######## block 1 ########
**Block 1: the clock network**

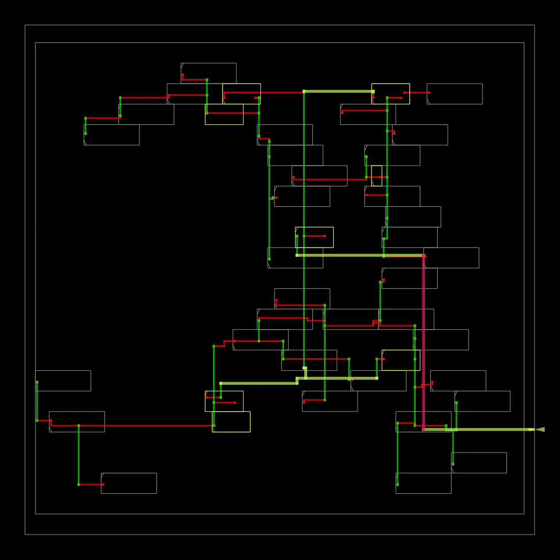

===== config.mk =====
export PLATFORM = sky130hd
export DESIGN_NAME = write_port_arbiter
export DESIGN_NICKNAME = d
export VERILOG_FILES = /design/src/rtl/write_port_arbiter.sv
export SDC_FILE = /design/constraint.sdc
export NUM_CORES = 1
export LEC_CHECK = 0
export CAP_MARGIN = 5
export CORE_MARGIN = 1
export CORE_UTILIZATION = 45
export CTS_CLUSTER_DIAMETER = 50
export CTS_CLUSTER_SIZE = 14
export DETAILED_ROUTE_END_ITERATION = 10
export PLACE_DENSITY = 0.82
export RECOVER_POWER = 100
export SETUP_SLACK_MARGIN = 0.2
export SLEW_MARGIN = 20
export SYNTH_ARGS = -nofsm -noshare
export SYNTH_HDL_FRONTEND = slang
export SYNTH_SLANG_ARGS = --single-unit

===== constraint.sdc =====
create_clock -name clk -period 6.45 [get_ports clk]
set_clock_uncertainty 0.2 [all_clocks]
set_input_delay 0.9675 -clock clk [delete_from_list [all_inputs] [get_ports clk]]
set_output_delay 0.9675 -clock clk [all_outputs]
set_load 0.02 [all_outputs]

===== src/rtl/write_port_arbiter.sv =====
// write_port_arbiter
//   Arbitrates two byte-stream burst requesters (load and drain) onto a
//   single register-file write port. A requester presents a burst
//   descriptor (target register, write mode, byte count); once granted it
//   owns the port until its byte count is exhausted and the final write
//   has drained, so bursts never interleave.
//
// Ports
//   clk, rst                 clock, synchronous active-high reset
//   ld_burst_req/addr/mode/len   load burst descriptor request
//   ld_burst_gnt             1-cycle pulse: load descriptor latched
//   ld_data/ld_valid/ld_ready    load byte stream (accepted on valid&&ready)
//   ld_done                  1-cycle pulse at load burst completion
//   dr_*                     drain-requester equivalents
//   wr_req/addr/mode/data    register-file write strobe and payload
//   wr_busy                  register file cannot take a byte this cycle
//   owner, arb_busy          current owner (00 idle, 01 load, 10 drain)
//
// Configuration
//   WRITE_ARB_DRAIN_PRIORITY_EN  when defined, a simultaneous request in
//   IDLE always grants drain; otherwise round-robin with load winning the
//   first tie after reset.

package vTPU_pkg;
    localparam int NUM_REGS = 16;
endpackage

module write_port_arbiter #(
    parameter int  NUM_REGS = vTPU_pkg::NUM_REGS,
    parameter int  LEN_W    = 8,
    localparam int AW       = (NUM_REGS > 1) ? $clog2(NUM_REGS) : 1
) (
    input  logic             clk,
    input  logic             rst,

    input  logic             ld_burst_req,
    input  logic [AW-1:0]    ld_burst_addr,
    input  logic [1:0]       ld_burst_mode,
    input  logic [LEN_W-1:0] ld_burst_len,
    output logic             ld_burst_gnt,
    input  logic [7:0]       ld_data,
    input  logic             ld_valid,
    output logic             ld_ready,
    output logic             ld_done,

    input  logic             dr_burst_req,
    input  logic [AW-1:0]    dr_burst_addr,
    input  logic [1:0]       dr_burst_mode,
    input  logic [LEN_W-1:0] dr_burst_len,
    output logic             dr_burst_gnt,
    input  logic [7:0]       dr_data,
    input  logic             dr_valid,
    output logic             dr_ready,
    output logic             dr_done,

    output logic             wr_req,
    output logic [AW-1:0]    wr_addr,
    output logic [1:0]       wr_mode,
    output logic [7:0]       wr_data,
    input  logic             wr_busy,

    output logic [1:0]       owner,
    output logic             arb_busy
);

    typedef enum logic [1:0] {
        IDLE  = 2'd0,
        LOAD  = 2'd1,
        DRAIN = 2'd2,
        FLUSH = 2'd3
    } state_t;

    localparam logic [1:0]     OWN_NONE = 2'b00;
    localparam logic [1:0]     OWN_LD   = 2'b01;
    localparam logic [1:0]     OWN_DR   = 2'b10;
    localparam logic [LEN_W:0] CNT_ONE  = (LEN_W + 1)'(1);

    // A zero length field encodes a full 2^LEN_W byte burst.
    function automatic logic [LEN_W:0] burst_count(input logic [LEN_W-1:0] len);
        burst_count = (len == '0) ? {1'b1, {LEN_W{1'b0}}} : {1'b0, len};
    endfunction

    state_t           state_q,     state_d;
    logic [1:0]       owner_q,     owner_d;
    logic [LEN_W:0]   cnt_q,       cnt_d;
    logic [AW-1:0]    desc_addr_q, desc_addr_d;
    logic [1:0]       desc_mode_q, desc_mode_d;
    logic             wr_req_q,    wr_req_d;
    logic [AW-1:0]    wr_addr_q,   wr_addr_d;
    logic [1:0]       wr_mode_q,   wr_mode_d;
    logic [7:0]       wr_data_q,   wr_data_d;
`ifndef WRITE_ARB_DRAIN_PRIORITY_EN
    logic             last_dr_q,   last_dr_d;   // 1: drain was granted last
`endif

    logic pick_ld, pick_dr;
    logic grant_ok, flush_ok;
    logic ld_acc, dr_acc, byte_acc;
    logic [7:0] byte_in;

    // Tie-break between simultaneous requests.
    always_comb begin
`ifdef WRITE_ARB_DRAIN_PRIORITY_EN
        pick_dr = dr_burst_req;
        pick_ld = ld_burst_req && !dr_burst_req;
`else
        pick_ld = ld_burst_req && (!dr_burst_req ||  last_dr_q);
        pick_dr = dr_burst_req && (!ld_burst_req || !last_dr_q);
`endif
    end

    // Grant, ready and done are decoded from the registered state so that
    // they land in the same cycle as the condition that causes them; rst
    // masks them so every output reads 0 while reset is applied.
    assign grant_ok     = !rst && (state_q == IDLE);
    assign ld_burst_gnt = grant_ok && pick_ld;
    assign dr_burst_gnt = grant_ok && pick_dr;

    assign ld_ready = !rst && (state_q == LOAD)  && !wr_busy;
    assign dr_ready = !rst && (state_q == DRAIN) && !wr_busy;
    assign ld_acc   = ld_ready && ld_valid;
    assign dr_acc   = dr_ready && dr_valid;
    assign byte_acc = ld_acc || dr_acc;
    assign byte_in  = (state_q == LOAD) ? ld_data : dr_data;

    // FLUSH completes once the last write strobe has been issued and the
    // register file is no longer busy.
    assign flush_ok = !rst && (state_q == FLUSH) && !wr_req_q && !wr_busy;
    assign ld_done  = flush_ok && (owner_q == OWN_LD);
    assign dr_done  = flush_ok && (owner_q == OWN_DR);

    always_comb begin
        state_d     = state_q;
        owner_d     = owner_q;
        cnt_d       = cnt_q;
        desc_addr_d = desc_addr_q;
        desc_mode_d = desc_mode_q;
        wr_req_d    = 1'b0;
        wr_addr_d   = wr_addr_q;
        wr_mode_d   = wr_mode_q;
        wr_data_d   = wr_data_q;
`ifndef WRITE_ARB_DRAIN_PRIORITY_EN
        last_dr_d   = last_dr_q;
`endif

        case (state_q)
            IDLE: begin
                if (ld_burst_gnt) begin
                    state_d     = LOAD;
                    owner_d     = OWN_LD;
                    cnt_d       = burst_count(ld_burst_len);
                    desc_addr_d = ld_burst_addr;
                    desc_mode_d = ld_burst_mode;
`ifndef WRITE_ARB_DRAIN_PRIORITY_EN
                    last_dr_d   = 1'b0;
`endif
                end else if (dr_burst_gnt) begin
                    state_d     = DRAIN;
                    owner_d     = OWN_DR;
                    cnt_d       = burst_count(dr_burst_len);
                    desc_addr_d = dr_burst_addr;
                    desc_mode_d = dr_burst_mode;
`ifndef WRITE_ARB_DRAIN_PRIORITY_EN
                    last_dr_d   = 1'b1;
`endif
                end
            end

            // Both transfer states share one datapath; byte_in selects the
            // owner's stream.
            LOAD, DRAIN: begin
                if (byte_acc) begin
                    wr_req_d  = 1'b1;
                    wr_addr_d = desc_addr_q;
                    wr_mode_d = desc_mode_q;
                    wr_data_d = byte_in;
                    cnt_d     = cnt_q - CNT_ONE;
                    if (cnt_q == CNT_ONE) begin
                        state_d = FLUSH;
                    end
                end
            end

            FLUSH: begin
                if (flush_ok) begin
                    state_d = IDLE;
                    owner_d = OWN_NONE;
                    cnt_d   = '0;
                end
            end

            default: begin
                state_d = IDLE;
                owner_d = OWN_NONE;
            end
        endcase
    end

    always_ff @(posedge clk) begin
        if (rst) begin
            state_q     <= IDLE;
            owner_q     <= OWN_NONE;
            cnt_q       <= '0;
            desc_addr_q <= '0;
            desc_mode_q <= '0;
            wr_req_q    <= 1'b0;
            wr_addr_q   <= '0;
            wr_mode_q   <= '0;
            wr_data_q   <= '0;
`ifndef WRITE_ARB_DRAIN_PRIORITY_EN
            last_dr_q   <= 1'b1;
`endif
        end else begin
            state_q     <= state_d;
            owner_q     <= owner_d;
            cnt_q       <= cnt_d;
            desc_addr_q <= desc_addr_d;
            desc_mode_q <= desc_mode_d;
            wr_req_q    <= wr_req_d;
            wr_addr_q   <= wr_addr_d;
            wr_mode_q   <= wr_mode_d;
            wr_data_q   <= wr_data_d;
`ifndef WRITE_ARB_DRAIN_PRIORITY_EN
            last_dr_q   <= last_dr_d;
`endif
        end
    end

    assign wr_req   = wr_req_q;
    assign wr_addr  = wr_addr_q;
    assign wr_mode  = wr_mode_q;
    assign wr_data  = wr_data_q;
    assign owner    = owner_q;
    assign arb_busy = (owner_q != OWN_NONE);

endmodule


######## block 2 ########
<file path="src/rtl/rtc_cmd_core_if.sv">
// Byte-level link between the SPI slave and the RTC command core.
// master: SPI slave side (drives rx bytes, halt, abort); slave: core side (drives tx).
interface rtc_cmd_core_if;
   logic [7:0] rx_data;
   logic       rx_dv;
   logic       tx_halt;
   logic       frame_abort;
   logic [7:0] tx_data;
   logic       tx_wr;

   modport master (
      output rx_data, rx_dv, tx_halt, frame_abort,
      input  tx_data, tx_wr
   );

   modport slave (
      input  rx_data, rx_dv, tx_halt, frame_abort,
      output tx_data, tx_wr
   );
endinterface

</file>
<file path="src/rtl/rtc_cmd_core.sv">
// RTC command/register core: epoch counter, alarm compares, SPI byte command FSM.
// Ports: clk, rst (sync, active-high), one_hz, count_enable, bus (SPI byte link),
//        epoch, alarm (sticky flags), alarm_irq, busy.
module rtc_cmd_core #(
   parameter int EPOCH_BYTES = 8,
   parameter int NUM_ALARMS  = 2
) (
   input  logic                     clk,
   input  logic                     rst,
   input  logic                     one_hz,
   input  logic                     count_enable,
   rtc_cmd_core_if.slave            bus,
   output logic [8*EPOCH_BYTES-1:0] epoch,
   output logic [NUM_ALARMS-1:0]    alarm,
   output logic                     alarm_irq,
   output logic                     busy
);
   localparam int W = 8 * EPOCH_BYTES;
   localparam logic [4:0] LAST = 5'(EPOCH_BYTES - 1);

   localparam logic [2:0] IDLE     = 3'd0;
   localparam logic [2:0] WR_BYTES = 3'd1;
   localparam logic [2:0] RD_LOAD  = 3'd2;
   localparam logic [2:0] RD_WAIT  = 3'd3;
   localparam logic [2:0] DISCARD  = 3'd4;

   logic [2:0]            state_q, state_d;
   logic [4:0]            cnt_q, cnt_d;
   logic [2:0]            idx_q, idx_d;
   logic [W-1:0]          shadow_q, shadow_d;
   logic [W-1:0]          epoch_q, epoch_d;
   logic [W-1:0]          alm_q [NUM_ALARMS];
   logic [W-1:0]          alm_d [NUM_ALARMS];
   logic [NUM_ALARMS-1:0] alarm_q, alarm_d;
   logic [NUM_ALARMS-1:0] clr_q, clr_d;
   logic                  upd_q, upd_d;
   logic [7:0]            tx_data_q, tx_data_d;
   logic                  tx_wr_q, tx_wr_d;

   logic [W-1:0]          sh_in;
   logic [W-1:0]          rd_sel;
   logic                  idx_ok;
   logic                  commit;

   // Shadow with the incoming byte appended (MSB-first).
   always_comb begin
      sh_in  = (shadow_q << 8) | W'(bus.rx_data);
      idx_ok = bus.rx_data[5:0] <= 6'(NUM_ALARMS);
      rd_sel = epoch_q;
      for (int k = 0; k < NUM_ALARMS; k++) begin
         if (bus.rx_data[5:0] == 6'(k + 1)) rd_sel = alm_q[k];
      end
   end

   always_comb begin
      state_d   = state_q;
      cnt_d     = cnt_q;
      idx_d     = idx_q;
      shadow_d  = shadow_q;
      epoch_d   = epoch_q;
      alm_d     = alm_q;
      clr_d     = '0;
      upd_d     = 1'b0;
      tx_data_d = tx_data_q;
      tx_wr_d   = 1'b0;
      commit    = 1'b0;

      unique case (state_q)
         IDLE: begin
            if (bus.rx_dv) begin
               unique case (bus.rx_data[7:6])
                  2'b01: begin
                     cnt_d   = '0;
                     idx_d   = bus.rx_data[2:0];
                     state_d = idx_ok ? WR_BYTES : DISCARD;
                  end
                  2'b10: begin
                     cnt_d    = '0;
                     shadow_d = rd_sel;
                     state_d  = idx_ok ? RD_LOAD : DISCARD;
                  end
                  2'b11: clr_d = bus.rx_data[NUM_ALARMS-1:0];
                  2'b00: ;
               endcase
            end
         end
         WR_BYTES: begin
            if (bus.rx_dv) begin
               shadow_d = sh_in;
               cnt_d    = cnt_q + 5'd1;
               if (cnt_q == LAST) begin
                  commit  = 1'b1;
                  state_d = IDLE;
                  if (idx_q == 3'd0) begin
                     epoch_d = sh_in;
                     upd_d   = 1'b1;
                  end
                  for (int k = 0; k < NUM_ALARMS; k++) begin
                     if (int'(idx_q) == k + 1) alm_d[k] = sh_in;
                  end
               end
            end
         end
         RD_LOAD: begin
            if (!bus.tx_halt) begin
               tx_data_d = shadow_q[W-1 -: 8];
               tx_wr_d   = 1'b1;
               state_d   = RD_WAIT;
            end
         end
         RD_WAIT: begin
            if (bus.rx_dv) begin
               shadow_d = shadow_q << 8;
               cnt_d    = cnt_q + 5'd1;
               state_d  = (cnt_q == LAST) ? IDLE : RD_LOAD;
            end
         end
         DISCARD: ;
         default: state_d = IDLE;
      endcase

      // Abort drops whatever the byte path was doing, including a commit.
      if (bus.frame_abort) begin
         state_d = IDLE;
         tx_wr_d = 1'b0;
         commit  = 1'b0;
         epoch_d = epoch_q;
         alm_d   = alm_q;
         clr_d   = '0;
         upd_d   = 1'b0;
      end

      // A commit to any register swallows a coincident tick.
      if (one_hz && count_enable && !commit) begin
         epoch_d = epoch_q + 1'b1;
         upd_d   = 1'b1;
      end

      // Compare runs on the registered epoch; set beats clear.
      for (int k = 0; k < NUM_ALARMS; k++) begin
         alarm_d[k] = (alarm_q[k] & ~clr_q[k]) |
                      (upd_q & (epoch_q == alm_q[k]));
      end
   end

   always_ff @(posedge clk) begin
      if (rst) begin
         state_q   <= IDLE;
         cnt_q     <= '0;
         idx_q     <= '0;
         shadow_q  <= '0;
         epoch_q   <= '0;
         for (int k = 0; k < NUM_ALARMS; k++) alm_q[k] <= '1;
         alarm_q   <= '0;
         clr_q     <= '0;
         upd_q     <= 1'b0;
         tx_data_q <= '0;
         tx_wr_q   <= 1'b0;
      end else begin
         state_q   <= state_d;
         cnt_q     <= cnt_d;
         idx_q     <= idx_d;
         shadow_q  <= shadow_d;
         epoch_q   <= epoch_d;
         alm_q     <= alm_d;
         alarm_q   <= alarm_d;
         clr_q     <= clr_d;
         upd_q     <= upd_d;
         tx_data_q <= tx_data_d;
         tx_wr_q   <= tx_wr_d;
      end
   end

   assign bus.tx_data = tx_data_q;
   assign bus.tx_wr   = tx_wr_q;
   assign epoch       = epoch_q;
   assign alarm       = alarm_q;
   assign alarm_irq   = |alarm_q;
   assign busy        = (state_q != IDLE);
endmodule

</file>
<file path="src/flat_wrapper.sv">
// flat-port wrapper written by rule: the top's interface ports become plain ports
module rtc_cmd_core_flat 
#(
   parameter int EPOCH_BYTES = 8,
   parameter int NUM_ALARMS  = 2
)
  (clk, rst, one_hz, count_enable, epoch, alarm, alarm_irq, busy, bus_rx_data, bus_rx_dv, bus_tx_halt, bus_frame_abort, bus_tx_data, bus_tx_wr);
  rtc_cmd_core_if bus_i ();
  input  logic clk;
  input  logic rst;
  input  logic one_hz;
  input  logic count_enable;
  output logic [8*EPOCH_BYTES-1:0] epoch;
  output logic [NUM_ALARMS-1:0] alarm;
  output logic alarm_irq;
  output logic busy;
  input wire logic [$bits(bus_i.rx_data)-1:0] bus_rx_data;
  input wire logic [$bits(bus_i.rx_dv)-1:0] bus_rx_dv;
  input wire logic [$bits(bus_i.tx_halt)-1:0] bus_tx_halt;
  input wire logic [$bits(bus_i.frame_abort)-1:0] bus_frame_abort;
  output wire logic [$bits(bus_i.tx_data)-1:0] bus_tx_data;
  output wire logic [$bits(bus_i.tx_wr)-1:0] bus_tx_wr;
  assign bus_i.rx_data = bus_rx_data;
  assign bus_i.rx_dv = bus_rx_dv;
  assign bus_i.tx_halt = bus_tx_halt;
  assign bus_i.frame_abort = bus_frame_abort;
  assign bus_tx_data = bus_i.tx_data;
  assign bus_tx_wr = bus_i.tx_wr;
  rtc_cmd_core #(.EPOCH_BYTES(EPOCH_BYTES), .NUM_ALARMS(NUM_ALARMS)) u_core (.clk(clk), .rst(rst), .one_hz(one_hz), .count_enable(count_enable), .bus(bus_i), .epoch(epoch), .alarm(alarm), .alarm_irq(alarm_irq), .busy(busy));
endmodule
</file>
<file path="config.mk">
export PLATFORM = sky130hd
export DESIGN_NAME = rtc_cmd_core_flat
export DESIGN_NICKNAME = d
export VERILOG_FILES = /design/src/rtl/rtc_cmd_core_if.sv /design/src/rtl/rtc_cmd_core.sv /design/src/flat_wrapper.sv
export SDC_FILE = /design/constraint.sdc
export NUM_CORES = 1
export LEC_CHECK = 0
export ABC_AREA = 1
export CAP_MARGIN = 10
export CORE_AREA = 2 2 205 207
export CTS_CLUSTER_SIZE = 12
export DETAILED_ROUTE_END_ITERATION = 8
export DIE_AREA = 0 0 207 209
export GPL_ROUTABILITY_DRIVEN = 0
export PLACE_DENSITY = 0.57
export SYNTH_ARGS = -nofsm -noshare
export SYNTH_HDL_FRONTEND = slang
export SYNTH_SLANG_ARGS = --single-unit
</file>
<file path="constraint.sdc">
create_clock -name clk -period 2.9 [get_ports clk]
set_input_delay 0.29 -clock clk [delete_from_list [all_inputs] [get_ports clk]]
set_output_delay 0.29 -clock clk [all_outputs]
set_load 0.05 [all_outputs]
</file>
######## block 3 ########
File: src/rtl/step_debounce.sv
// rtl/step_debounce.sv - push-button synchroniser, debouncer and step/auto-repeat pulse generator
//
// Purpose:
//   Turns a raw, bouncing, asynchronous push-button level into clean
//   single-cycle step pulses for a downstream same-domain counter.
//   btn_in -> two-flop synchroniser -> stable-sample debounce counter ->
//   IDLE/HOLD/REPEAT state machine that issues the step pulses.
//
// Build option:
//   AUTO_REPEAT_EN - when defined, holding the button issues a repeat step
//                    REPEAT_DELAY cycles after the first step and then every
//                    REPEAT_PERIOD cycles. When undefined, one step per press
//                    and repeating is held at 0.
//
// Ports:
//   clk        in   sole clock, rising edge
//   reset      in   asynchronous active-low reset
//   btn_in     in   raw button level (asynchronous), 1 = pressed
//   pressed    out  debounced button level (registered)
//   step       out  one-cycle pulse per accepted press or repeat (registered)
//   repeating  out  high while in the auto-repeat state (registered)

module step_debounce #(
    parameter int DEBOUNCE_CYCLES = 16,
    parameter int REPEAT_DELAY    = 500,
    parameter int REPEAT_PERIOD   = 100
) (
    input  logic clk,
    input  logic reset,
    input  logic btn_in,
    output logic pressed,
    output logic step,
    output logic repeating
);

    // Elaboration-time sanity check on the configuration.
    if (DEBOUNCE_CYCLES < 1 || REPEAT_DELAY < 2 || REPEAT_PERIOD < 2) begin : g_param_check
        $error("step_debounce: DEBOUNCE_CYCLES must be >= 1, REPEAT_DELAY and REPEAT_PERIOD >= 2");
    end

    localparam int CW = $clog2(DEBOUNCE_CYCLES + 1);
    localparam logic [CW-1:0] CNT_LAST = CW'(DEBOUNCE_CYCLES - 1);

    typedef enum logic [1:0] {
        ST_IDLE   = 2'd0,
        ST_HOLD   = 2'd1,
        ST_REPEAT = 2'd2
    } state_t;

    logic          s0_q, s1_q;
    logic [CW-1:0] cnt_q, cnt_d;
    logic          pressed_q, pressed_d;
    logic          step_q, step_d;
    logic          repeating_q, repeating_d;
    state_t        state_q, state_d;
    logic          rise, fall;

    // ------------------------------------------------------------------
    // Synchroniser and debounce registers
    // ------------------------------------------------------------------
    always_ff @(posedge clk or negedge reset) begin
        if (!reset) begin
            s0_q      <= 1'b0;
            s1_q      <= 1'b0;
            cnt_q     <= '0;
            pressed_q <= 1'b0;
        end else begin
            s0_q      <= btn_in;
            s1_q      <= s0_q;
            cnt_q     <= cnt_d;
            pressed_q <= pressed_d;
        end
    end

    // Count consecutive synchronised samples that disagree with the
    // accepted level; any agreeing sample restarts the count, so a glitch
    // shorter than DEBOUNCE_CYCLES samples is never accepted.
    always_comb begin
        cnt_d     = '0;
        pressed_d = pressed_q;
        if (s1_q != pressed_q) begin
            if (cnt_q == CNT_LAST) begin
                pressed_d = ~pressed_q;
            end else begin
                cnt_d = cnt_q + 1'b1;
            end
        end
    end

    // The FSM reacts to the edge being accepted this cycle so that the
    // first step rises together with pressed.
    assign rise = pressed_d & ~pressed_q;
    assign fall = ~pressed_d & pressed_q;

`ifdef AUTO_REPEAT_EN
    localparam int RMAX = (REPEAT_DELAY > REPEAT_PERIOD) ? REPEAT_DELAY : REPEAT_PERIOD;
    localparam int TW   = $clog2(RMAX);
    localparam logic [TW-1:0] DELAY_LOAD  = TW'(REPEAT_DELAY - 1);
    localparam logic [TW-1:0] PERIOD_LOAD = TW'(REPEAT_PERIOD - 1);

    logic [TW-1:0] timer_q, timer_d;

    // State register
    always_ff @(posedge clk or negedge reset) begin
        if (!reset) begin
            state_q     <= ST_IDLE;
            timer_q     <= '0;
            step_q      <= 1'b0;
            repeating_q <= 1'b0;
        end else begin
            state_q     <= state_d;
            timer_q     <= timer_d;
            step_q      <= step_d;
            repeating_q <= repeating_d;
        end
    end

    // Next-state logic; a release always wins over a timer expiry.
    always_comb begin
        state_d = state_q;
        case (state_q)
            ST_IDLE: begin
                if (rise) state_d = ST_HOLD;
            end
            ST_HOLD: begin
                if (fall)                 state_d = ST_IDLE;
                else if (timer_q == '0)   state_d = ST_REPEAT;
            end
            ST_REPEAT: begin
                if (fall) state_d = ST_IDLE;
            end
            default: state_d = ST_IDLE;
        endcase
    end

    // Output / timer logic. The timer is reloaded or cleared whenever it
    // is at zero, so it never wraps.
    always_comb begin
        step_d  = 1'b0;
        timer_d = timer_q;
        case (state_q)
            ST_IDLE: begin
                if (rise) begin
                    step_d  = 1'b1;
                    timer_d = DELAY_LOAD;
                end
            end
            ST_HOLD, ST_REPEAT: begin
                if (fall) begin
                    timer_d = '0;
                end else if (timer_q == '0) begin
                    step_d  = 1'b1;
                    timer_d = PERIOD_LOAD;
                end else begin
                    timer_d = timer_q - 1'b1;
                end
            end
            default: begin
                timer_d = '0;
            end
        endcase
        repeating_d = (state_d == ST_REPEAT);
    end
`else
    // State register
    always_ff @(posedge clk or negedge reset) begin
        if (!reset) begin
            state_q     <= ST_IDLE;
            step_q      <= 1'b0;
            repeating_q <= 1'b0;
        end else begin
            state_q     <= state_d;
            step_q      <= step_d;
            repeating_q <= repeating_d;
        end
    end

    // Next-state logic: IDLE on release, HOLD while pressed.
    always_comb begin
        state_d = state_q;
        case (state_q)
            ST_IDLE: begin
                if (rise) state_d = ST_HOLD;
            end
            ST_HOLD: begin
                if (fall) state_d = ST_IDLE;
            end
            default: state_d = ST_IDLE;
        endcase
    end

    // Output logic: a single step on entry to HOLD, never a repeat.
    always_comb begin
        step_d      = (state_q == ST_IDLE) && rise;
        repeating_d = 1'b0;
    end
`endif

    assign pressed   = pressed_q;
    assign step      = step_q;
    assign repeating = repeating_q;

endmodule

File: config.mk
export PLATFORM = sky130hd
export DESIGN_NAME = step_debounce
export DESIGN_NICKNAME = d
export VERILOG_FILES = /design/src/rtl/step_debounce.sv
export SDC_FILE = /design/constraint.sdc
export NUM_CORES = 1
export LEC_CHECK = 0
export ABC_AREA = 1
export CELL_PAD_IN_SITES_DETAIL_PLACEMENT = 1
export CELL_PAD_IN_SITES_GLOBAL_PLACEMENT = 1
export CORE_MARGIN = 1.5
export CORE_UTILIZATION = 25
export CTS_BUF_LIST = sky130_fd_sc_hd__clkbuf_8 sky130_fd_sc_hd__clkbuf_16
export CTS_CLUSTER_DIAMETER = 40
export DETAILED_ROUTE_END_ITERATION = 12
export PLACE_DENSITY = 0.49
export SYNTH_ARGS = -nofsm -noshare
export SYNTH_HDL_FRONTEND = slang
export SYNTH_SLANG_ARGS = --single-unit
File: constraint.sdc
create_clock -name clk -period 2.7 [get_ports clk]
set_input_delay 0.27 -clock clk [delete_from_list [all_inputs] [get_ports clk]]
set_output_delay 0.27 -clock clk [all_outputs]
set_load 0.005 [all_outputs]
######## block 4 ########
`config.mk`:
```
export PLATFORM = sky130hd
export DESIGN_NAME = ps2_frame_rx
export DESIGN_NICKNAME = d
export VERILOG_FILES = /design/src/rtl/ps2_pkg.sv /design/src/rtl/ps2_input_filter.sv /design/src/rtl/ps2_frame_rx.sv
export SDC_FILE = /design/constraint.sdc
export NUM_CORES = 1
export LEC_CHECK = 0
export ABC_AREA = 0
export CORE_MARGIN = 2
export CORE_UTILIZATION = 51
export CTS_CLUSTER_DIAMETER = 60
export CTS_CLUSTER_SIZE = 12
export DETAILED_ROUTE_END_ITERATION = 7
export PLACE_DENSITY = 0.74
export SLEW_MARGIN = 25
export SYNTH_ARGS = -nofsm -noshare
export SYNTH_HDL_FRONTEND = slang
export SYNTH_SLANG_ARGS = --single-unit
```
`constraint.sdc`:
```
create_clock -name clk -period 1.8 [get_ports clk]
set_input_delay 0.27 -clock clk [delete_from_list [all_inputs] [get_ports clk]]
set_output_delay 0.27 -clock clk [all_outputs]
set_load 0.02 [all_outputs]
```
`src/rtl/ps2_pkg.sv`:
```
`default_nettype none
// +------------------------------------------------------------------+
// | ps2_pkg                                                          |
// | Shared state encoding and frame constants for the PS/2 receiver. |
// | Rev 1.0                                                          |
// +------------------------------------------------------------------+
package ps2_pkg;

  typedef enum logic [1:0] {
    IDLE   = 2'd0,
    DATA   = 2'd1,
    PARITY = 2'd2,
    STOP   = 2'd3
  } ps2_rx_state_t;

  localparam logic       PS2_START_BIT  = 1'b0;
  localparam logic       PS2_STOP_BIT   = 1'b1;
  localparam logic [7:0] PS2_BREAK_CODE = 8'hF0;
  localparam int         PS2_DATA_BITS  = 8;

endpackage
`default_nettype wire

```
`src/rtl/ps2_input_filter.sv`:
```
`default_nettype none
// +------------------------------------------------------------------+
// | ps2_input_filter                                                 |
// | Two-flop synchroniser plus glitch filter for one PS/2 pin.       |
// | Rev 1.0                                                          |
// +------------------------------------------------------------------+
module ps2_input_filter #(
  parameter int FILTER_LEN = 4
) (
  input  logic clk,
  input  logic rst,
  input  logic i_pin,
  output logic o_level
);

  localparam int c_cnt_w = (FILTER_LEN > 1) ? $clog2(FILTER_LEN) : 1;

  logic                r_s1;
  logic                r_s2;
  logic                r_level;
  logic [c_cnt_w-1:0]  r_cnt;

  // The bus idles high, so every stage is preset to 1.
  always_ff @(posedge clk or posedge rst) begin
    if (rst) begin
      r_s1    <= 1'b1;
      r_s2    <= 1'b1;
      r_level <= 1'b1;
      r_cnt   <= '0;
    end else begin
      r_s1 <= i_pin;
      r_s2 <= r_s1;
      if (r_s2 == r_level) begin
        r_cnt <= '0;
      end else if (r_cnt == c_cnt_w'(FILTER_LEN - 1)) begin
        r_level <= r_s2;
        r_cnt   <= '0;
      end else begin
        r_cnt <= r_cnt + 1'b1;
      end
    end
  end

  assign o_level = r_level;

endmodule
`default_nettype wire

```
`src/rtl/ps2_frame_rx.sv`:
```
`default_nettype none
// +------------------------------------------------------------------+
// | ps2_frame_rx                                                     |
// | PS/2 frame receiver: pin conditioning, deframing, parity check.  |
// | Optional macro PS2_BREAK_TRACK_EN folds F0 into is_break.        |
// | Rev 1.0                                                          |
// +------------------------------------------------------------------+
module ps2_frame_rx
  import ps2_pkg::*;
#(
  parameter int FILTER_LEN     = 4,
  parameter int TIMEOUT_CYCLES = 4160
) (
  input  logic       clk,
  input  logic       reset,
  input  logic       ps2_clk,
  input  logic       ps2_data,
  output logic [7:0] scan_code,
  output logic       code_valid,
  output logic       is_break,
  output logic       parity_err,
  output logic       frame_err,
  output logic       busy
);

  localparam int c_to_w = $clog2(TIMEOUT_CYCLES);

  ps2_rx_state_t       r_state;
  ps2_rx_state_t       w_state_nxt;
  logic                w_clk_f;
  logic                w_data_f;
  logic                r_clk_prev;
  logic                w_fall;
  logic [2:0]          r_bitcnt;
  logic [7:0]          r_sr;
  logic                r_par;
  logic [c_to_w-1:0]   r_idle_cnt;
  logic                w_timeout;
  logic                w_shift;
  logic                w_store_par;
  logic                w_accept;
  logic                w_par_err;
  logic                w_frm_err;
  logic                w_emit;
  logic                w_emit_brk;
  logic [7:0]          r_scan_code;
  logic                r_code_valid;
  logic                r_is_break;
  logic                r_parity_err;
  logic                r_frame_err;

  ps2_input_filter #(.FILTER_LEN(FILTER_LEN)) u_clk_filter (
    .clk     (clk),
    .rst     (reset),
    .i_pin   (ps2_clk),
    .o_level (w_clk_f)
  );

  ps2_input_filter #(.FILTER_LEN(FILTER_LEN)) u_data_filter (
    .clk     (clk),
    .rst     (reset),
    .i_pin   (ps2_data),
    .o_level (w_data_f)
  );

  assign w_fall = r_clk_prev & ~w_clk_f;

  always_ff @(posedge clk or posedge reset) begin
    if (reset) r_state <= IDLE;
    else       r_state <= w_state_nxt;
  end

  always_comb begin
    w_state_nxt = r_state;
    w_shift     = 1'b0;
    w_store_par = 1'b0;
    w_accept    = 1'b0;
    w_par_err   = 1'b0;
    w_frm_err   = 1'b0;
    // Fires as the counter would reach TIMEOUT_CYCLES-1, so the strobe
    // lands exactly TIMEOUT_CYCLES cycles after the last fall.
    w_timeout   = (r_state != IDLE) && !w_fall &&
                  (r_idle_cnt == c_to_w'(TIMEOUT_CYCLES - 2));
    if (w_timeout) begin
      w_state_nxt = IDLE;
      w_frm_err   = 1'b1;
    end else if (w_fall) begin
      case (r_state)
        IDLE: begin
          if (w_data_f == PS2_START_BIT) w_state_nxt = DATA;
          else                           w_frm_err   = 1'b1;
        end
        DATA: begin
          w_shift = 1'b1;
          if (r_bitcnt == 3'(PS2_DATA_BITS - 1)) w_state_nxt = PARITY;
        end
        PARITY: begin
          w_store_par = 1'b1;
          w_state_nxt = STOP;
        end
        STOP: begin
          w_state_nxt = IDLE;
          if (w_data_f != PS2_STOP_BIT) w_frm_err = 1'b1;
          else if (^{r_sr, r_par})      w_accept  = 1'b1;
          else                          w_par_err = 1'b1;
        end
        default: w_state_nxt = IDLE;
      endcase
    end
  end

  always_ff @(posedge clk or posedge reset) begin
    if (reset) begin
      r_clk_prev <= 1'b1;
      r_bitcnt   <= '0;
      r_sr       <= '0;
      r_par      <= 1'b0;
      r_idle_cnt <= '0;
    end else begin
      r_clk_prev <= w_clk_f;
      if (w_shift)              r_bitcnt <= r_bitcnt + 1'b1;
      else if (r_state == IDLE) r_bitcnt <= '0;
      if (w_shift)     r_sr  <= {w_data_f, r_sr[7:1]};
      if (w_store_par) r_par <= w_data_f;
      if (r_state == IDLE || w_fall || w_timeout) r_idle_cnt <= '0;
      else                                        r_idle_cnt <= r_idle_cnt + 1'b1;
    end
  end

`ifdef PS2_BREAK_TRACK_EN
  logic r_break_pend;

  assign w_emit     = w_accept && (r_sr != PS2_BREAK_CODE);
  assign w_emit_brk = w_emit && r_break_pend;

  // F0 arms the flag (and keeps it armed on F0 F0); any other accept consumes it.
  always_ff @(posedge clk or posedge reset) begin
    if (reset)                       r_break_pend <= 1'b0;
    else if (w_par_err || w_frm_err) r_break_pend <= 1'b0;
    else if (w_accept)               r_break_pend <= (r_sr == PS2_BREAK_CODE);
  end
`else
  assign w_emit     = w_accept;
  assign w_emit_brk = 1'b0;
`endif

  always_ff @(posedge clk or posedge reset) begin
    if (reset) begin
      r_scan_code  <= '0;
      r_code_valid <= 1'b0;
      r_is_break   <= 1'b0;
      r_parity_err <= 1'b0;
      r_frame_err  <= 1'b0;
    end else begin
      if (w_emit) r_scan_code <= r_sr;
      r_code_valid <= w_emit;
      r_is_break   <= w_emit_brk;
      r_parity_err <= w_par_err;
      r_frame_err  <= w_frm_err;
    end
  end

  assign scan_code  = r_scan_code;
  assign code_valid = r_code_valid;
  assign is_break   = r_is_break;
  assign parity_err = r_parity_err;
  assign frame_err  = r_frame_err;
  assign busy       = (r_state != IDLE);

endmodule
`default_nettype wire

```
**Block 2: the clock network**

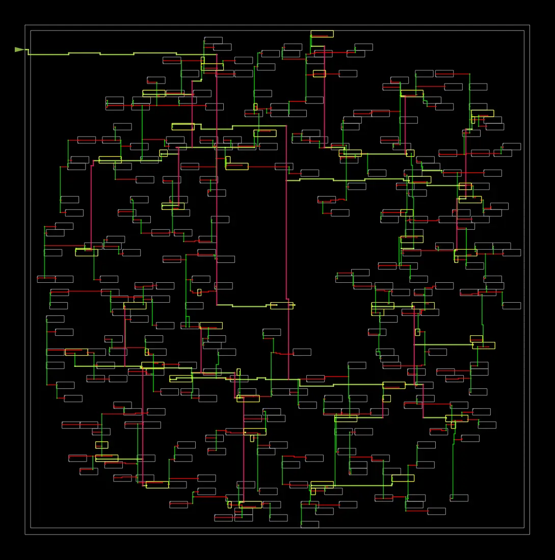
TritonCTS sink count: 281
clock network power: 4.11 mW
clock buffer instance count of the final layout: 50

==> flow_summary.ini, block 2 <==
; generated from flow reports
[sta]
fin_skew_ns = 0.0159
worst_pin_slew_ns = 0.921
setup-violations-final = 0

[critical_path]
regToRegStartpoint = u_core.epoch[26]
cp-end-kind = output port
cp.arrival_ns = 2.11
crit-reg2reg-capture = u_core.epoch[63]
worstSetupPathType = reg2out

[pwr]
seq_cell_power_mw = 4.16
clock_power_share_pct = 44.7

[synthesis]
part_of_the_yosys_area_used_for_sequential_elements_pct = 34.6
post_synth_main_logic_family = simple AND/OR/NAND/NOR gates
flop_cell = dfxtp_1
synth_nets = 2509

[min_path]
min_path_cells = 3

[clocking]
clock_path_buffers = 3
tritoncts_clock_tree = yes

[status]
status = complete, no violations

[place]
placed_cell_area_mm2 = 0.0174

[layout]
layout_top_cells_excl_fill_tap = nand2_1 (708), dfxtp_1 (281), inv_1 (208)

[floorplanning]
fp.dieH_um = 209
boundaryPins = 92

[detailed_routing]
antenna_violating_nets_post_route = 0
-- block 2: cell type report --
cell class                 instances  area, um^2
clock inverter                     7        46.3
multi-input combinational       1826        9040
clock buffer                      50         992
tap                              539         674
fill                            4329       22800
inverter                         218         832
timing repair buffer             125        1250
sequential                       281        5630
-- block 2: Yosys cell counts, drive strengths merged (30+ instances only) --
| cell | number |
|---|---|
| nand2 | 720 |
| dfxtp | 281 |
| inv | 216 |
| nor2 | 209 |
| o21ai | 209 |
| o211ai | 207 |
| a21oi | 190 |
| nand3 | 129 |
| clkbuf | 90 |
| buf | 74 |
| nand4 | 39 |
| xnor2 | 30 |
-- block 2: per-layer routing --
| layer | track usage, % | vias up | wire length, um |
|---|---|---|---|
| met4 | 9.24 | 0 | 1980 |
| met5 | 0 | - | 0 |
| met1 | 38.4 | 8031 | 27400 |
| met2 | 42.8 | 666 | 26600 |
| met3 | 4.15 | 109 | 4370 |
| li1 | - | 8289 | - |
-- block 2: sequential cells by signal (all words and copies together), names as in the netlist, 2 cells and up --
name and cells:
u_core.epoch 64, u_core.state_q 3, u_core.alm_q 128, u_core.clr_q 2, u_core.bus.tx_data 8, u_core.idx_q 3, u_core.shadow_q 64, u_core.cnt_q 5
u_core.alarm 2
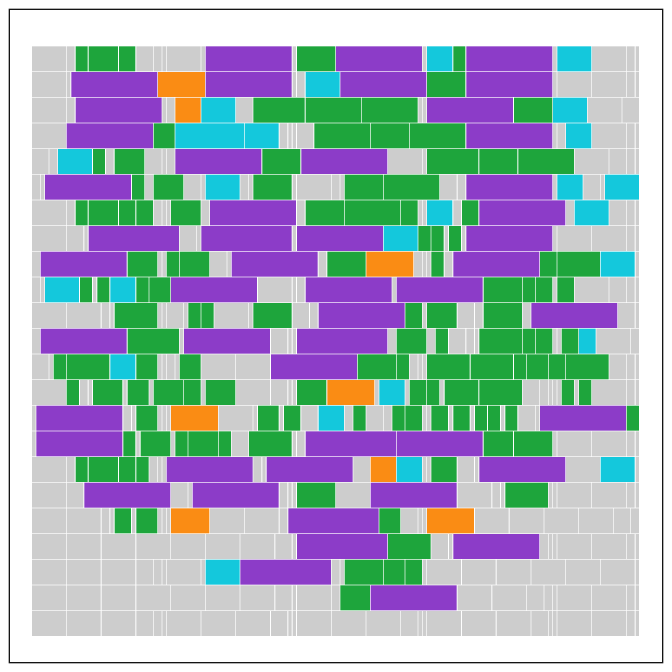
**Above:** block 4 (placement by cell class).
Fill, decap, tap and diode cells in gray.
[purple] flops | cells: 49 | share of their area: 49%
[green] combinational and other logic | cells: 126 | share of their area: 38%
[cyan] other buffers and delay cells | cells: 25 | share of their area: 9.2%
[orange] clock drivers and dummy loads | cells: 8 | share of their area: 3.8%
post-route core utilization: 64.5%
cell row count: 23
Final Cell Area: 0.00260 mm^2
register fraction of the total cell area: 47.5%

==> flow_summary.ini, block 4 <==
; generated from flow reports
[synthesis]
average_instance_area_after_synthesis_um2 = 12.0
yosysWarnings = 0
yosys_instances = 180
flop_cell = dfrtp_1
synth_nets = 195
top_cells_by_count = dfrtp_1 (42), mux2_2 (17), nor2_1 (17)

[sta]
setup-violations-final = 1
final_worst_slack_ns = -0.00654
rsz0062_at_grt = yes

[layout]
share_of_layout_cells_above_drive_strength_1_pct = 26.4
most_frequent_standard_cell_in_the_layout_excluding_fill_and_tap_cells = dfrtp_1
syn_to_final_growth_pct = 20.2
largest_reg_by_ff_count = r_idle_cnt

[critical_path]
regToRegStartpoint = r_sr[5]
crit_path_end = scan_code[2]
cp-end-kind = register

[detailed_routing]
drt_first_pass_iters = 4
via_per_inst = 5.28

[status]
violations = negative setup slack
status = complete, but fails checks

[clocking]
cts.reportedPaths.clkPinSlew_ns = 0.09

[floorplanning]
floorplan.core_util_pct = 53.6
core_region_area_mm2 = 0.00403

[grt]
grt_start_max_net_pins = 35
globalRouteOverflowTotal = 0
grt_first_pass_wirelength_um = 6320

[flow_run]
max_cap_violations = 0
[block 4: metrics by stage]
stage                      TNS, ns  std cells  setup slack (ns)
after floorplan                  0        180            0.0316
after detailed placement  -0.00790        247          -0.00790
final                     -0.00654        258          -0.00654
after global routing        -0.240        258           -0.0563
after global placement           0        247            0.0664
after CTS                        0        256           0.00115
[block 4: area by class of cell]
class	instances	area [um^2]
clock buffer	5	68.8
clock inverter	3	26.3
fill	303	1430
inverter	8	30.0
multi-input combinational	118	942
sequential	49	1230
tap	50	62.6
timing repair buffer	25	233
[block 4: what timing repair did]
| action | in CTS | in global routing |
|---|---|---|
| gates resized | 6 | 9 |
| hold buffers | 0 | 0 |
| buffers inserted | 1 | 2 |
| pin swaps | 3 | 4 |
| endpoints found under the setup margin | 8 | 17 |
[block 4: report_power, final]
part / switching [mW] / internal (mW) / total (mW)
Combinational: 0.741 / 0.781 / 1.52
Sequential: 0.173 / 1.34 / 1.52
Clock: 0.379 / 0.282 / 0.662
[block 4: critical path, stage by stage, from the launching register on]
cell     delay [ns]
dfrtp_1        0.42
xnor2_2        0.24
xnor2_2        0.12
xnor2_2        0.21
mux2_4         0.39
mux2_4         0.31
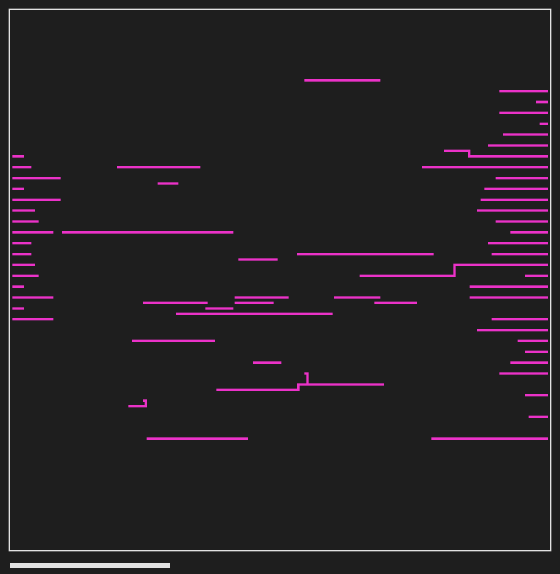
**Above:** block 1 (met3 routing).
Scale bar: 20 um.
share of all routed wire: 8.5%
wire length on this layer: 423 um
nets with wire on the layer: 58
main direction: horizontal
longest straight run: 21.2 um

Notes on 'the clock network' of block 1 above:
clock buffer instance count of the final layout: 8
number of sequential storage elements: 35
clock network power: 0.173 mW

==> flow_summary.ini, block 1 <==
; generated from flow reports
[critical_path]
cp_max_fo = 43
timing.critical_path.mode_cell = dlygate4sd3_1

[sta]
fin_crit_sh_pct = 77.1
slew_violations = 0
setup_tns_ns = 0

[clocking]
clk_root_buffer_cell = clkbuf_8
clk_latency_ns = 0.28

[layout]
fillerInstances = 346

[status]
status = complete, no violations

[grt]
grt_pass1_vias = 1735
grt_antenna_before_repair = 0
grt_met1_use_pct = 29.1

[detailed_routing]
total_via_count_in_the_routed_design = 1991

[synthesis]
flop_cell = dfxtp_1
gate_count_post_synth = 238

[pwr]
powerDensity_mw_per_mm2 = 331
leading_power_group = combinational logic

[floorplanning]
core_region_area_mm2 = 0.00406
floorplan.core_util_pct = 47.8
-- block 1: logic make-up (layout without fill, tap and decap cells) --
kind of cell	after synthesis	in the layout	share of synthesized area, %
AND-OR/OR-AND	67	67	23.4
adder cells (fa/ha/maj)	7	7	4.52
buffers and inverters	21	91	4.71
flip-flops	35	35	36.2
multiplexers	14	14	7.55
AND/OR/NAND/NOR	94	94	23.6
-- block 1: path summary, 6_finish.rpt --
| path | start | endpoint | slack, ns | cells past startpoint |
|---|---|---|---|---|
| worst max-delay path | rst | ld_burst_gnt | 1.48 | 6 |
| worst min register to register | wr_addr[0] | wr_addr[0] | 0.25 | 2 |
| worst max register to register | state_q[0] | cnt_q[1] | 3.36 | 8 |
| worst min-delay path | wr_addr[0] | wr_addr[0] | 0.25 | 2 |
-- block 1: area by class of cell --
type,count,area [um^2],share of cell area (%)
sequential,35,701,25.2
clock buffer,8,100,3.60
timing repair buffer,75,748,26.9
tap,50,62.6,2.25
multi-input combinational,182,1140,41.0
inverter,8,30.0,1.08
-- block 1: through the flow --
stage	cells	worst slack, ns	utilization, %
detailed placement	350	1.84	66.2
floorplan	238	3.39	-
finish	358	1.48	68.6
CTS	358	1.85	68.7
global placement	350	1.93	66.2
global route	358	1.33	68.6
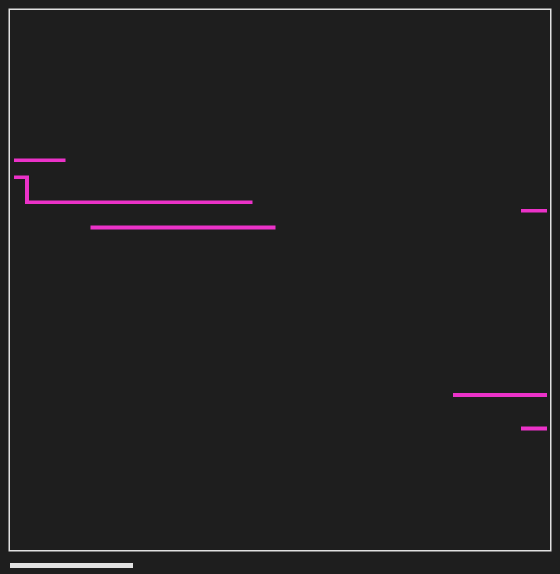
**Above:** block 3 (met3 routing).
Scale bar: 10 um.
longest straight run: 18.2 um
wire length on this layer: 50.7 um
main direction: horizontal
nets with wire on the layer: 6
share of all routed wire: 7.6%
total wirelength of the detailed-routed design: 662 um
GR Util met3: 7.50%
total via count in the routed design: 274

==> flow_summary.ini, block 3 <==
; generated from flow reports
[critical_path]
critPathLaunchType = register
cp.arrival_ns = 1.16
worst-r2r-cell-count = 6
reg2reg_slack_ns = 1.59
worst_path_dominant_cell_family = buffers and inverters

[grt]
grt_antenna_before_repair = 0
grt_first_pass_wirelength_um = 1230
grtUsageTotal_pct = 9.45

[status]
status = complete, no violations

[detailed_routing]
detail_route.drc_violations = 0
antenna_violating_nets_post_route = 0

[synthesis]
synth.lib_cells_used.distinct = 16
post-synth-top-area-fraction_pct = 60.1
synth.area.top_cells = dfrtp_1 (60%), nor2_1 (6.3%), inv_1 (5.4%)
synth_nets = 47
average_instance_area_after_synthesis_um2 = 9.69
yosysTopAreaCell = dfrtp_1

[sta]
final_worst_slack_ns = 1.27
fin_crit_sh_pct = 52.9

[place]
final_gp_congestion = 0.767
detailed_place_hpwl_um = 529

[pwr]
netSwitchingFraction_pct = 19.0

[layout]
layout.core_utilization_pct = 34.0
syn_to_final_growth_pct = 25.8

[min_path]
hold_class = in2async

[floorplanning]
dieArea_mm2 = 0.00192
cell_row_count = 14

[clocking]
cts_post_setup_buffers_inserted = 0
tritoncts_clock_tree = yes
==> block 3: registers in the layout, summed over array words and instances, names as in the netlist <==
signal   count
s1_q         1
s0_q         1
pressed      1
step         1
state_q      1
cnt_q        5
==> block 3: synth_stat cells (all sizes together) <==
cell   number
xnor2       1
o21ai       1
nand2       8
nor3        1
xor2        1
ha          1
nor2        8
buf         1
conb        1
nand3       2
nand4       1
inv         7
dfrtp      10
==> block 3: final cells by class <==
type / count / area share (%)
sequential: 10 / 47.7
timing repair buffer: 4 / 7.64
clock buffer: 4 / 10.5
tap: 16 / 3.82
inverter: 7 / 5.01
multi-input combinational: 25 / 25.3
==> block 3: power groups by stage <==
stage	clock (mW)	sequential, mW	combinational (mW)
detailed placement	0	0.161	0.0169
finish	0.183	0.159	0.0163
floorplan	0	0.160	0.00977
global placement	0	0.161	0.0156
CTS	0.190	0.159	0.0170
global route	0.203	0.159	0.0193
==> block 3: cells by family after synthesis <==
group	synth area share, %
AOI/OAI and AO/OA	1.20
and+or+nand+nor	22.5
xor gates and xnor gates	4.20
adders and majority gates	3.00
other	0.900
DFF	60.1
buffers and inverters	8.11

## Gallery

Metal 1.
picture 1
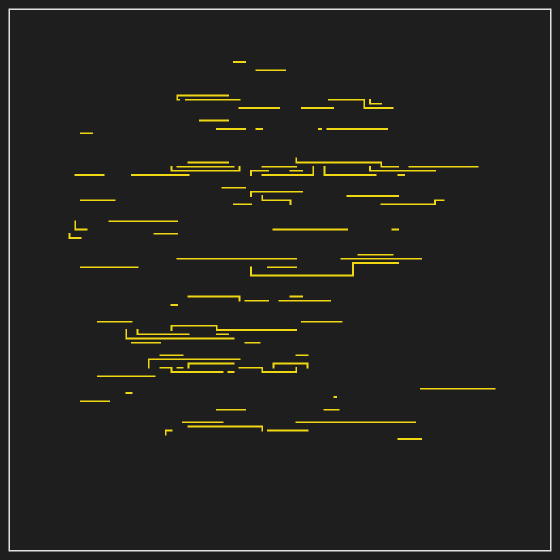
picture 2
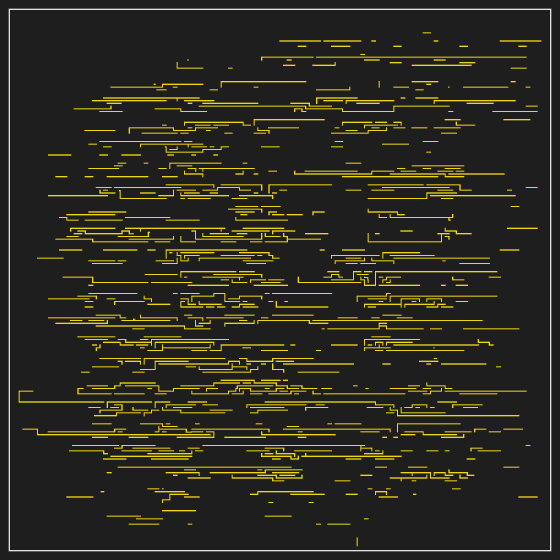
picture 3
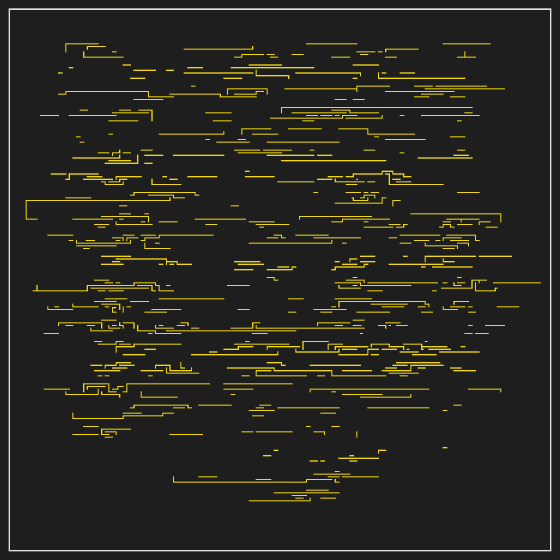
picture 4
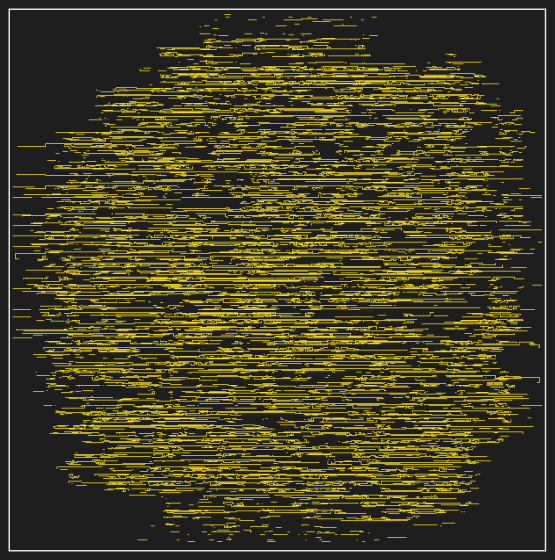
For block 2, see picture 4.
For block 3, see picture 1.
For block 1, see picture 2.
For block 4, see picture 3.



==> notes/layouts.md <==
Pictures saved along the way, in no particular order.

Placement by cell class.
Fill, decap, tap and diode cells in gray.
shot_01.png
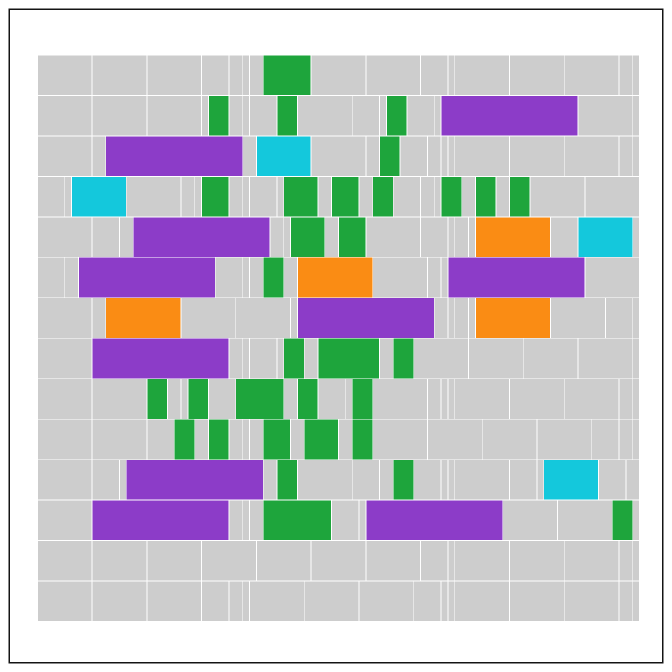
shot_02.png
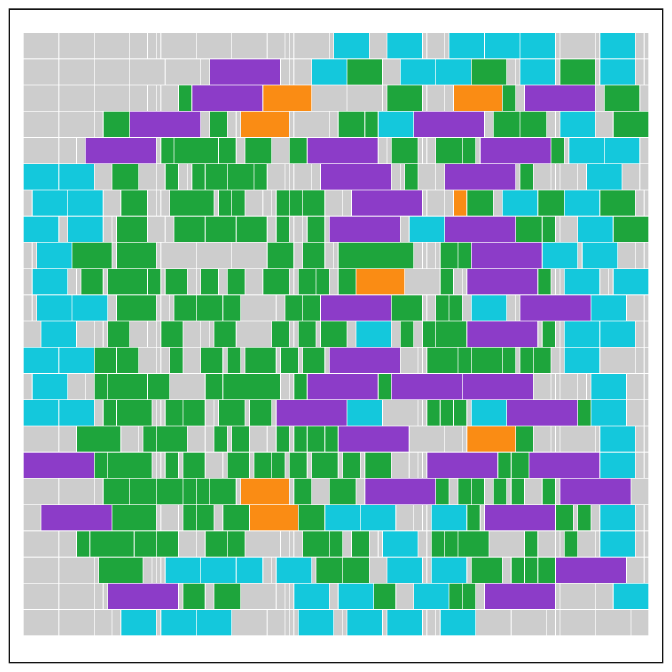
shot_03.png
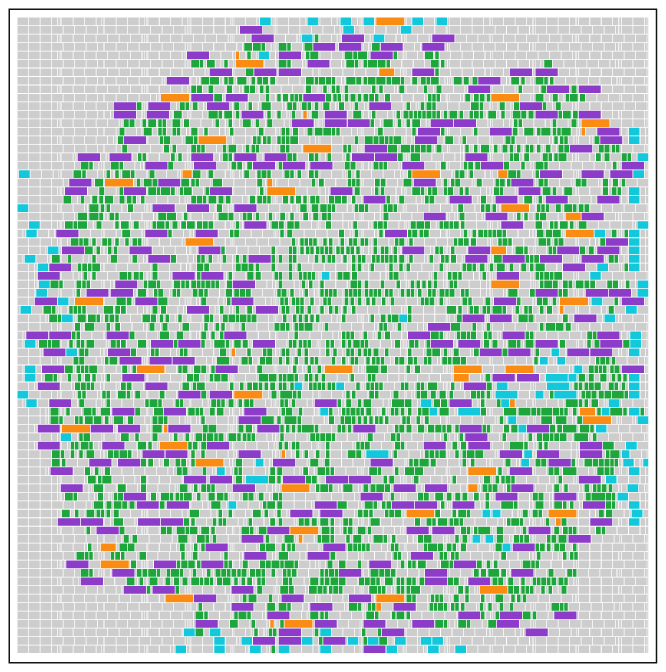
block 1 -> shot_02.png
block 2 -> shot_03.png
block 3 -> shot_01.png
Of these, highest utilization: shot_02.png
Of these, fewest sequential cells: shot_01.png


==> layout pictures side by side <==
Routed metal per tile.
Plate I
Scale bar: 50 um. 21 x 21 tiles, from dark blue (low) to red (high), scaled to the fullest tile. Values are wire area over tile area, all layers added.
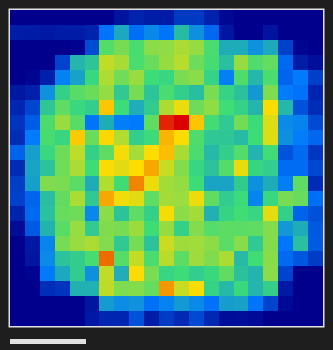
Plate II
Scale bar: 10 um. 9 x 9 tiles, from dark blue (low) to red (high), scaled to the fullest tile. Values are wire area over tile area, all layers added.
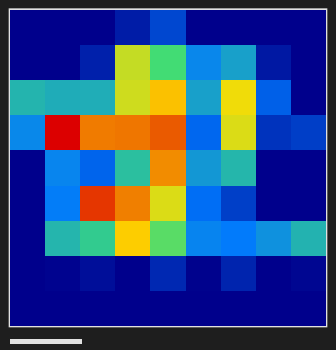
Plate III
Scale bar: 20 um. 14 x 14 tiles, from dark blue (low) to red (high), scaled to the fullest tile. Values are wire area over tile area, all layers added.
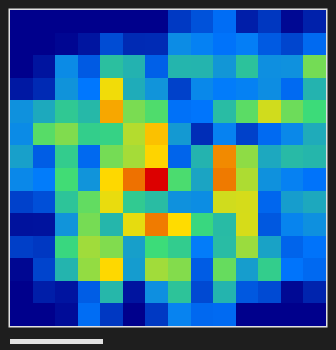
Plate IV
Scale bar: 20 um. 14 x 14 tiles, from dark blue (low) to red (high), scaled to the fullest tile. Values are wire area over tile area, all layers added.
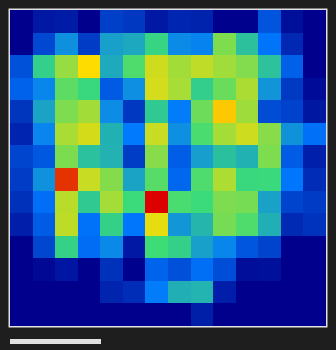
The one with the smallest die is Plate II.
- Plate IV = block 4
- Plate II = block 3
- Plate III = block 1
- Plate I = block 2

Key to Plate IV:
tiles over half the peak: 24%
emptiest ninth of the die: bottom right
nearly empty tiles: 19%

Power figures rest on the tool's default switching activity, not on a simulated workload.
